######## serial_adder_controller ########
==> config.mk <==
export PLATFORM = sky130hd
export DESIGN_NAME = serial_adder_controller
export DESIGN_NICKNAME = d
export VERILOG_FILES = /design/src/rtl/serial_adder_controller.sv
export SDC_FILE = /design/constraint.sdc
export NUM_CORES = 1
export LEC_CHECK = 0
export ABC_AREA = 0
export CORE_UTILIZATION = 55
export CTS_BUF_LIST = sky130_fd_sc_hd__clkbuf_2 sky130_fd_sc_hd__clkbuf_4 sky130_fd_sc_hd__clkbuf_8
export DETAILED_ROUTE_END_ITERATION = 8
export GPL_TIMING_DRIVEN = 0
export PLACE_DENSITY = 0.83
export SLEW_MARGIN = 5
export SYNTH_ARGS = -nofsm -noshare
export SYNTH_HDL_FRONTEND = slang
export SYNTH_SLANG_ARGS = --single-unit
==> constraint.sdc <==
create_clock -name clk -period 1.7 [get_ports clk]
set_input_delay 0.425 -clock clk [delete_from_list [all_inputs] [get_ports clk]]
set_output_delay 0.425 -clock clk [all_outputs]
set_load 0.005 [all_outputs]
==> src/rtl/serial_adder_controller.sv <==
// Bit-serial adder: one full-adder cell processes the operands LSB first over
// WIDTH cycles, with a start/busy/done handshake and registered sum/cout.
module serial_adder_controller #(
  parameter int WIDTH = 8
) (
  input  logic             clk,
  input  logic             rst,
  input  logic             start,
  input  logic [WIDTH-1:0] a,
  input  logic [WIDTH-1:0] b,
  input  logic             cin,
  output logic             busy,
  output logic             done,
  output logic [WIDTH-1:0] sum,
  output logic             cout
);

  localparam int              CNT_W = $clog2(WIDTH + 1);
  localparam logic [CNT_W-1:0] LAST = CNT_W'(WIDTH - 1);

  typedef enum logic [1:0] {
    IDLE,
    ADD,
    DONE
  } state_t;

  state_t           state;
  logic [WIDTH-1:0] op_a;
  logic [WIDTH-1:0] op_b;
  logic [WIDTH-1:0] acc;
  logic             carry;
  logic [CNT_W-1:0] cnt;

  logic             bit_s;
  logic             bit_c;
  logic [WIDTH-1:0] acc_next;

  // The single shared full-adder cell and the accumulator shift path.
  always_comb begin
    // NOTE: every always_comb output gets a full default first so no latch can be inferred.
    bit_s    = op_a[0] ^ op_b[0] ^ carry;
    bit_c    = (op_a[0] & op_b[0]) | (carry & (op_a[0] ^ op_b[0]));
    acc_next = acc >> 1;
    acc_next[WIDTH-1] = bit_s;
  end

  // NOTE: sequential state uses non-blocking assignments only, so every register sees pre-edge values.
  always_ff @(posedge clk) begin
    if (rst) begin
      state <= IDLE;
      op_a  <= '0;
      op_b  <= '0;
      acc   <= '0;
      carry <= 1'b0;
      cnt   <= '0;
      busy  <= 1'b0;
      done  <= 1'b0;
      sum   <= '0;
      cout  <= 1'b0;
    end else begin
      case (state)
        IDLE, DONE: begin
          done <= 1'b0;
          if (start) begin
            op_a  <= a;
            op_b  <= b;
            carry <= cin;
            cnt   <= '0;
            busy  <= 1'b1;
            state <= ADD;
          end else begin
            busy  <= 1'b0;
            state <= IDLE;
          end
        end

        ADD: begin
          acc   <= acc_next;
          op_a  <= op_a >> 1;
          op_b  <= op_b >> 1;
          carry <= bit_c;
          cnt   <= cnt + 1'b1;
          // The last bit goes straight from the cell into sum, bypassing acc.
          if (cnt == LAST) begin
            sum   <= acc_next;
            cout  <= bit_c;
            busy  <= 1'b0;
            done  <= 1'b1;
            state <= DONE;
          end
        end

        default: begin
          busy  <= 1'b0;
          done  <= 1'b0;
          state <= IDLE;
        end
      endcase
    end
  end

endmodule
######## dmem_arbiter ########
## src/rtl/dmem_arb_pkg.sv

```systemverilog
// Shared types and constants for the DMEM arbiter.
package dmem_arb_pkg;

  localparam int unsigned ADDR_W     = 32;
  localparam int unsigned DATA_W     = 32;
  localparam int unsigned WSEL_W     = 2;
  localparam int unsigned RSEL_W     = 3;
  localparam int unsigned LOCK_MAX   = 16;
  localparam int unsigned LOCK_CNT_W = $clog2(LOCK_MAX);

  localparam logic CORE_ID = 1'b0;
  localparam logic LDR_ID  = 1'b1;

  typedef struct packed {
    logic              we;
    logic [ADDR_W-1:0] addr;
    logic [DATA_W-1:0] wdata;
    logic [WSEL_W-1:0] wsel;
    logic [RSEL_W-1:0] rsel;
  } req_t;

endpackage

```

## src/rtl/arb2_rr.sv

```systemverilog
// Two-way grant logic: round-robin with loader lock when DMEM_ARB_RR_EN is defined,
// otherwise fixed core-over-loader priority with the same bounded loader lock.
module arb2_rr
  import dmem_arb_pkg::*;
(
  input  logic i_clk,
  input  logic i_rst_n,
  input  logic i_c_valid,
  input  logic i_l_valid,
  input  logic i_l_lock,
  output logic o_gnt_c,
  output logic o_gnt_l
);

  logic                  r_ldr_last;
  logic [LOCK_CNT_W-1:0] r_lock_cnt;
  logic                  w_lock_full;
  logic                  w_lock_hold;

  // r_lock_cnt counts consecutive loader grants beyond the first one.
  assign w_lock_full = (r_lock_cnt == LOCK_CNT_W'(LOCK_MAX - 1));
  assign w_lock_hold = r_ldr_last && i_l_lock && i_l_valid && !(w_lock_full && i_c_valid);

`ifdef DMEM_ARB_RR_EN
  logic r_ptr_ldr;

  always_comb begin
    o_gnt_c = 1'b0;
    o_gnt_l = 1'b0;
    if (w_lock_hold) begin
      o_gnt_l = 1'b1;
    end else if (i_c_valid && i_l_valid) begin
      o_gnt_c = r_ptr_ldr;
      o_gnt_l = !r_ptr_ldr;
    end else begin
      o_gnt_c = i_c_valid;
      o_gnt_l = i_l_valid;
    end
  end

  always_ff @(posedge i_clk or negedge i_rst_n) begin
    if (!i_rst_n) begin
      r_ptr_ldr <= 1'b0;
    end else if (o_gnt_c) begin
      r_ptr_ldr <= 1'b0;
    end else if (o_gnt_l) begin
      r_ptr_ldr <= 1'b1;
    end
  end
`else
  always_comb begin
    o_gnt_c = 1'b0;
    o_gnt_l = 1'b0;
    if (w_lock_hold) begin
      o_gnt_l = 1'b1;
    end else if (i_c_valid) begin
      o_gnt_c = 1'b1;
    end else begin
      o_gnt_l = i_l_valid;
    end
  end
`endif

  always_ff @(posedge i_clk or negedge i_rst_n) begin
    if (!i_rst_n) begin
      r_ldr_last <= 1'b0;
      r_lock_cnt <= '0;
    end else begin
      r_ldr_last <= o_gnt_l;
      if (o_gnt_c) begin
        r_lock_cnt <= '0;
      end else if (o_gnt_l) begin
        if (!r_ldr_last) begin
          r_lock_cnt <= '0;
        end else if (!w_lock_full) begin
          r_lock_cnt <= r_lock_cnt + LOCK_CNT_W'(1);
        end
      end
    end
  end

endmodule

```

## src/rtl/dmem_arbiter.sv

```systemverilog
// Core/loader arbiter onto the single-port DMEM: accept in N, DMEM access in N+1, response
// in N+2. Round-robin arbitration is enabled by DMEM_ARB_RR_EN (see arb2_rr).
module dmem_arbiter
  import dmem_arb_pkg::*;
#(
  parameter int unsigned AW = ADDR_W,
  parameter int unsigned DW = DATA_W
) (
  input  logic              i_clk,
  input  logic              i_rst_n,
  input  logic              i_c_valid,
  output logic              o_c_ready,
  input  logic              i_c_we,
  input  logic [AW-1:0]     i_c_addr,
  input  logic [DW-1:0]     i_c_wdata,
  input  logic [WSEL_W-1:0] i_c_wsel,
  input  logic [RSEL_W-1:0] i_c_rsel,
  output logic              o_c_rsp_valid,
  output logic [DW-1:0]     o_c_rsp_rdata,
  input  logic              i_l_valid,
  output logic              o_l_ready,
  input  logic              i_l_we,
  input  logic [AW-1:0]     i_l_addr,
  input  logic [DW-1:0]     i_l_wdata,
  input  logic [WSEL_W-1:0] i_l_wsel,
  input  logic [RSEL_W-1:0] i_l_rsel,
  input  logic              i_l_lock,
  output logic              o_l_rsp_valid,
  output logic [DW-1:0]     o_l_rsp_rdata,
  output logic              o_m_we,
  output logic [AW-1:0]     o_m_addr,
  output logic [DW-1:0]     o_m_wdata,
  output logic [WSEL_W-1:0] o_m_wsel,
  output logic [RSEL_W-1:0] o_m_rsel,
  input  logic [DW-1:0]     i_m_rdata
);

  logic    w_gnt_c;
  logic    w_gnt_l;
  logic    w_accept;
  req_t    w_req;

  logic    r_s1_valid;
  logic    r_s1_id;
  logic    r_s1_we;
  logic    r_rsp_valid;
  logic    r_rsp_id;
  logic [DW-1:0] r_rsp_rdata;

  arb2_rr u_arb (
    .i_clk     (i_clk),
    .i_rst_n   (i_rst_n),
    .i_c_valid (i_c_valid),
    .i_l_valid (i_l_valid),
    .i_l_lock  (i_l_lock),
    .o_gnt_c   (w_gnt_c),
    .o_gnt_l   (w_gnt_l)
  );

  assign o_c_ready = w_gnt_c & i_c_valid;
  assign o_l_ready = w_gnt_l & i_l_valid;
  assign w_accept  = o_c_ready | o_l_ready;

  always_comb begin
    w_req = '{we: i_c_we, addr: i_c_addr, wdata: i_c_wdata, wsel: i_c_wsel, rsel: i_c_rsel};
    if (o_l_ready) begin
      w_req = '{we: i_l_we, addr: i_l_addr, wdata: i_l_wdata, wsel: i_l_wsel, rsel: i_l_rsel};
    end
  end

  // Stage 1: drive DMEM; address/data/selects hold while idle, write enable pulses once.
  always_ff @(posedge i_clk or negedge i_rst_n) begin
    if (!i_rst_n) begin
      o_m_we     <= 1'b0;
      o_m_addr   <= '0;
      o_m_wdata  <= '0;
      o_m_wsel   <= '0;
      o_m_rsel   <= '0;
      r_s1_valid <= 1'b0;
      r_s1_id    <= CORE_ID;
      r_s1_we    <= 1'b0;
    end else begin
      o_m_we     <= w_accept & w_req.we;
      r_s1_valid <= w_accept;
      if (w_accept) begin
        o_m_addr  <= w_req.addr;
        o_m_wdata <= w_req.wdata;
        o_m_wsel  <= w_req.wsel;
        o_m_rsel  <= w_req.rsel;
        r_s1_id   <= o_l_ready ? LDR_ID : CORE_ID;
        r_s1_we   <= w_req.we;
      end
    end
  end

  // Stage 2: capture read data (0 for writes) and steer the response pulse.
  always_ff @(posedge i_clk or negedge i_rst_n) begin
    if (!i_rst_n) begin
      r_rsp_valid <= 1'b0;
      r_rsp_id    <= CORE_ID;
      r_rsp_rdata <= '0;
    end else begin
      r_rsp_valid <= r_s1_valid;
      r_rsp_id    <= r_s1_id;
      r_rsp_rdata <= (r_s1_valid && !r_s1_we) ? i_m_rdata : '0;
    end
  end

  assign o_c_rsp_valid = r_rsp_valid && (r_rsp_id == CORE_ID);
  assign o_l_rsp_valid = r_rsp_valid && (r_rsp_id == LDR_ID);
  assign o_c_rsp_rdata = o_c_rsp_valid ? r_rsp_rdata : '0;
  assign o_l_rsp_rdata = o_l_rsp_valid ? r_rsp_rdata : '0;

endmodule
```

## config.mk

```make
export PLATFORM = sky130hd
export DESIGN_NAME = dmem_arbiter
export DESIGN_NICKNAME = d
export VERILOG_FILES = /design/src/rtl/dmem_arb_pkg.sv /design/src/rtl/arb2_rr.sv /design/src/rtl/dmem_arbiter.sv
export SDC_FILE = /design/constraint.sdc
export NUM_CORES = 1
export LEC_CHECK = 0
export ABC_AREA = 1
export CAP_MARGIN = 30
export CORE_MARGIN = 5
export CORE_UTILIZATION = 29
export CTS_CLUSTER_SIZE = 25
export DETAILED_ROUTE_END_ITERATION = 6
export PLACE_DENSITY = 0.72
export SLEW_MARGIN = 10
export SYNTH_ARGS = -nofsm -noshare
export SYNTH_HDL_FRONTEND = slang
export SYNTH_HIERARCHICAL = 1
export SYNTH_SLANG_ARGS = --single-unit
```

## constraint.sdc

```tcl
create_clock -name i_clk -period 1.9 [get_ports i_clk]
set_input_delay 0.38 -clock i_clk [delete_from_list [all_inputs] [get_ports i_clk]]
set_output_delay 0.38 -clock i_clk [all_outputs]
set_load 0.02 [all_outputs]
```


==> layout pictures side by side <==
Selected gate families.
picture 1
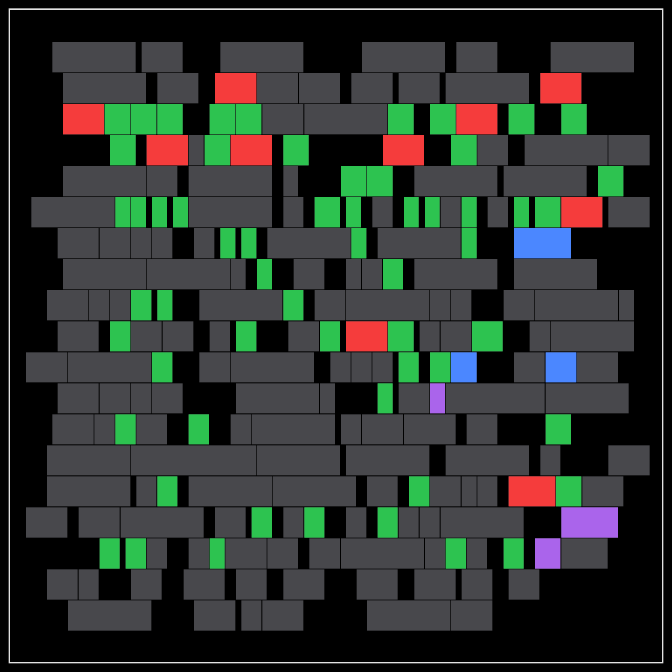
picture 2
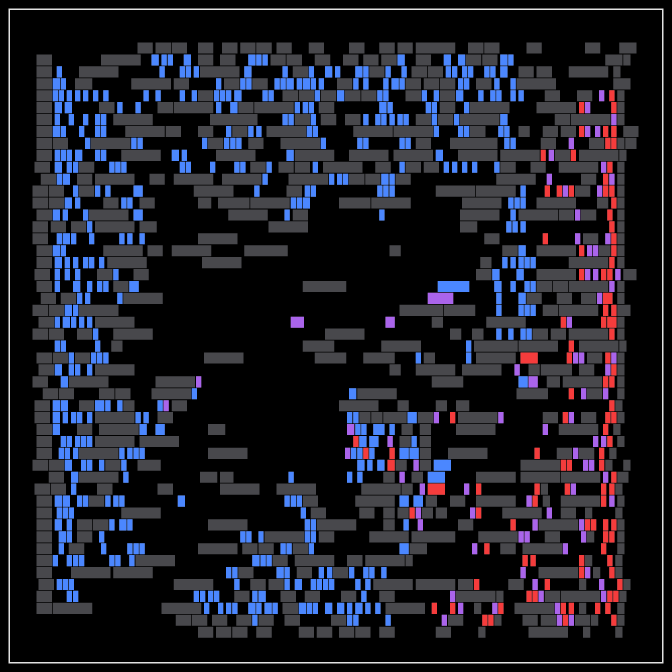
- most cells: picture 2
picture 2 -> dmem_arbiter
picture 1 -> serial_adder_controller

Key to picture 2:
Key: blue = NAND gates [cells 452, most used nand2_1, where widely spread]; purple = inverters [cells 80, most used inv_1]; red = NOR gates [cells 103, most used nor2_1, where a vertical strip on the right]

### Routing congestion map, serial_adder_controller

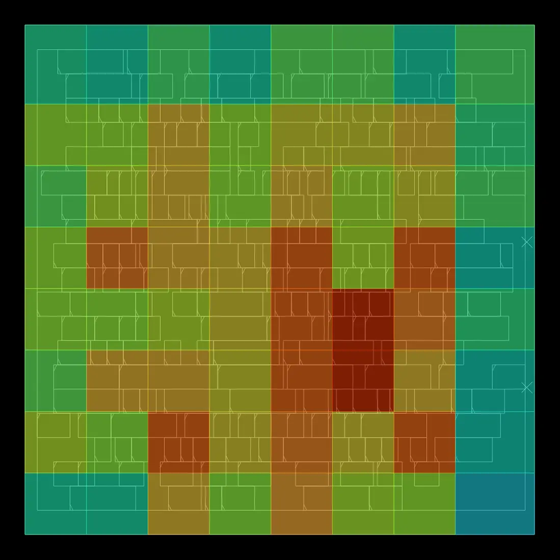
wire per inst: 13.9 um
met1 capacity usage during global routing: 27.4%
met3 layer usage reported by global route: 7.48%
fraction of the core area covered by cells at the end of the flow: 74.1%

==> impl_summary.log, serial_adder_controller <==
[flow] collecting metrics
[metrics] Most used DFF post-synth: sky130_fd_sc_hd__dfxtp_1
[metrics] drc violations: 2
[metrics] cells resized by post-CTS repair: 1
[metrics] Antenna Cells: 0
[metrics] number of max-cap violations: 0
[metrics] share of post-route cells with drive strength above 1: 10.0%
[metrics] row count: 19
[metrics] buffer cell driving the clock tree root: sky130_fd_sc_hd__clkbuf_4
[metrics] area of the mapped netlist: 0.00167 sq mm
[metrics] status: finished, violations left
[metrics] Pleak: 0.721 nW
[metrics] top cell type's share of synthesized area: 47.8%
[metrics] Synthesis Warnings: 0
[metrics] syn_area_per_cell: between 9 and 10 sq um
[metrics] type of the most critical hold path: flop to flop
[metrics] Late-Pin Clk Latency: approximately 0.35 ns
[metrics] violations in the final reports: DRC
[metrics] shortest period the worst path allows: between 1.5 and 2 ns
[metrics] Worst R2R Path Depth: 4
[metrics] via count of the first global-routing pass: 1345
[metrics] total nets after synthesis: 203
[metrics] terminus of the critical flop-to-flop path: sum[7]
[metrics] FF+latch count, synth: 40
[metrics] peak per-stage delay on the critical path: 0.49 ns
[metrics] biggest area consumer among synthesized cells: sky130_fd_sc_hd__dfxtp_1
## serial_adder_controller: worst max path at each step
stage / from / endpoint / slack [ns] / cells past startpoint
CTS: state[0] / busy / 0.05 / 1
finish: state[0] / busy / 0.06 / 1
floorplan: state[0] / cout / 0.47 / 5
global placement: rst / state[0] / -0.19 / 4
detailed placement: rst / op_a[6] / -0.24 / 4
global route: state[0] / busy / 0.01 / 1
## serial_adder_controller: area by class of cell
class | count | area, sq um
buffer | 16 | 101
clock buffer | 6 | 45.0
fill | 222 | 732
multi-input combinational | 124 | 768
clock inverter | 2 | 35.0
inverter | 1 | 3.75
sequential | 40 | 805
timing repair buffer | 30 | 300
tap | 31 | 38.8
## serial_adder_controller: power by group
group	internal, mW	switching (mW)	leakage, nW	total [mW]
combinational	0.111	0.114	0.350	0.225
sequential	0.972	0.0220	0.326	0.994
clock	0.324	0.307	0.0456	0.631
## serial_adder_controller: sequential cells by signal, indices dropped and copies added (netlist names)
signal,count
op_a,8
op_b,8
sum,8
acc,7
cnt,4
state,2
carry,1
cout,1
done,1
## serial_adder_controller: metal layers
layer,vias up,GRT usage (%)
met5,-,0
met4,0,7.32
met3,7,7.48
met2,35,38.7
met1,690,27.4
li1,706,-
### Cell classes on the final placement, dmem_arbiter

Scale bar: 50 um.
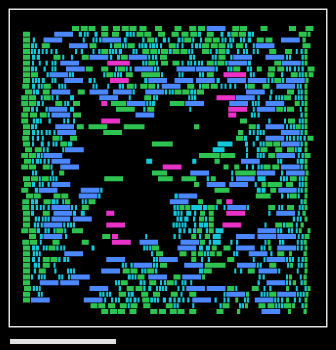
Key: cyan = all other logic [cells 636, share of their area 28%]; blue = flops [cells 112, share of their area 30%]; green = other buffers and delay cells [cells 370, share of their area 38%]; magenta = clock drivers and dummy loads [cells 16, share of their area 3.6%]
register fraction of the total cell area: 29.1%
Floorplan Core Area: 0.0188 sq mm
row count: 50
fraction of the core area covered by cells at the end of the flow: 51.2%

### Register map, names as in the netlist, dmem_arbiter

Scale bar: 50 um.
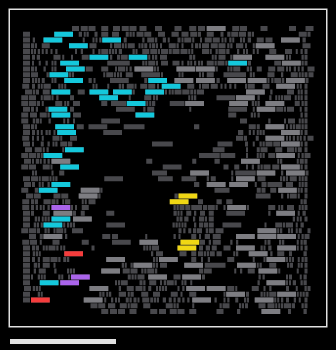
Key: cyan = `o_m_addr` [sequential cells 32]; yellow = `u_arb/r_lock_cnt` [sequential cells 4]; red = `o_m_wsel` [sequential cells 2]; purple = `o_m_rsel` [sequential cells 3]
area taken by flip-flops and latches: 0.00280 sq mm
total sequential power: 2.83 mW

==> impl_summary.log, dmem_arbiter <==
[flow] collecting metrics
[metrics] placer congestion estimate: 0.791
[metrics] kind of critical path: flop to output pin
[metrics] buffer cell driving the clock tree root: sky130_fd_sc_hd__clkbuf_16
[metrics] synthesis-to-finish area growth: 72.7%
[metrics] Die Y: 149 um
[metrics] CTS HTree Levels: 3
[metrics] Antenna Cells: 0
[metrics] # setup viols final: 73
[metrics] count of antenna-violating nets left after detailed routing: 0
[metrics] violations in the final reports: setup timing
[metrics] CP arrival: 1.66 ns
[metrics] total nets after synthesis: 971
[metrics] TritonCTS clock tree: built
[metrics] first-pass detailed-route iteration total: 5
[metrics] final period utilization: 107%
[metrics] status: finished, violations left
[metrics] worst setup margin: -0.138 ns
[metrics] wire per inst: 15.5 um
-- dmem_arbiter: metrics by stage --
stage               instance area [sq um]  TNS (ns)  setup slack [ns]  util (%)
floorplan                            5590         0            0.0223         -
global placement                     9190    -35.31            -0.573      48.8
detailed placement                   9190    -37.67            -0.564      48.8
CTS                                  9550    -0.202            -0.202      50.7
global route                         9640    -14.04            -0.239      51.2
finish                               9640     -5.28            -0.138      51.2
-- dmem_arbiter: layout make-up --
class                      instances  share of cell area (%)
clock buffer                       9                    2.34
clock inverter                     7                    1.13
inverter                          79                    3.27
multi-input combinational        556                    23.6
sequential                       112                    29.1
tap                              260                    3.37
timing repair buffer             370                    37.1
timing repair inverter             1                  0.0908
-- dmem_arbiter: Yosys cell counts (all sizes together) --
library cell    n  area, sq um
ha              1         12.5
clkinv          1         5.00
nor2          102          383
nand4           2         12.5
nand3b          1         7.51
nand2         375         1430
nor3            1         5.00
inv            78          295
nand3          74          370
dfrtp         112         2800
buf            37          229
clkbuf          9         33.8
-- dmem_arbiter: metal layers --
layer | routed length [um] | up-vias
li1 | - | 3028
met1 | 8820 | 2766
met2 | 10700 | 250
met3 | 1830 | 19
met4 | 261 | 0
met5 | 0 | -


==> notes/layouts.md <==
Pictures saved along the way, in no particular order.

Clock distribution.
panel A
Scale bar: 20 um.
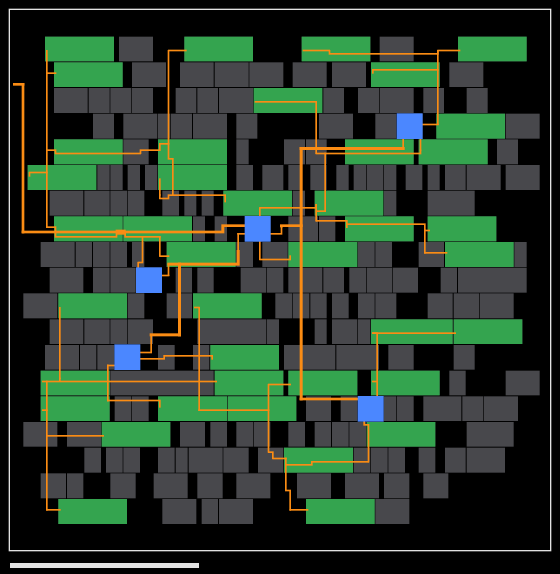
panel B
Scale bar: 50 um.
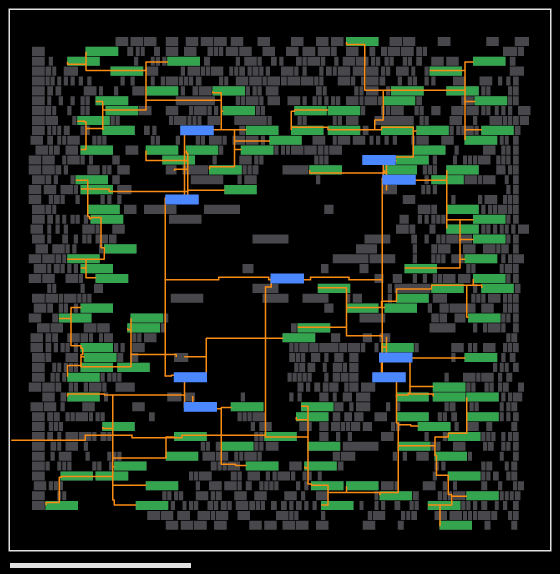
| from | picture |
|---|---|
| serial_adder_controller | panel A |
| dmem_arbiter | panel B |
The one with the largest die is panel B.
The one with the most sequential cells is panel B.

Power is estimated from default activity; no workload was simulated.
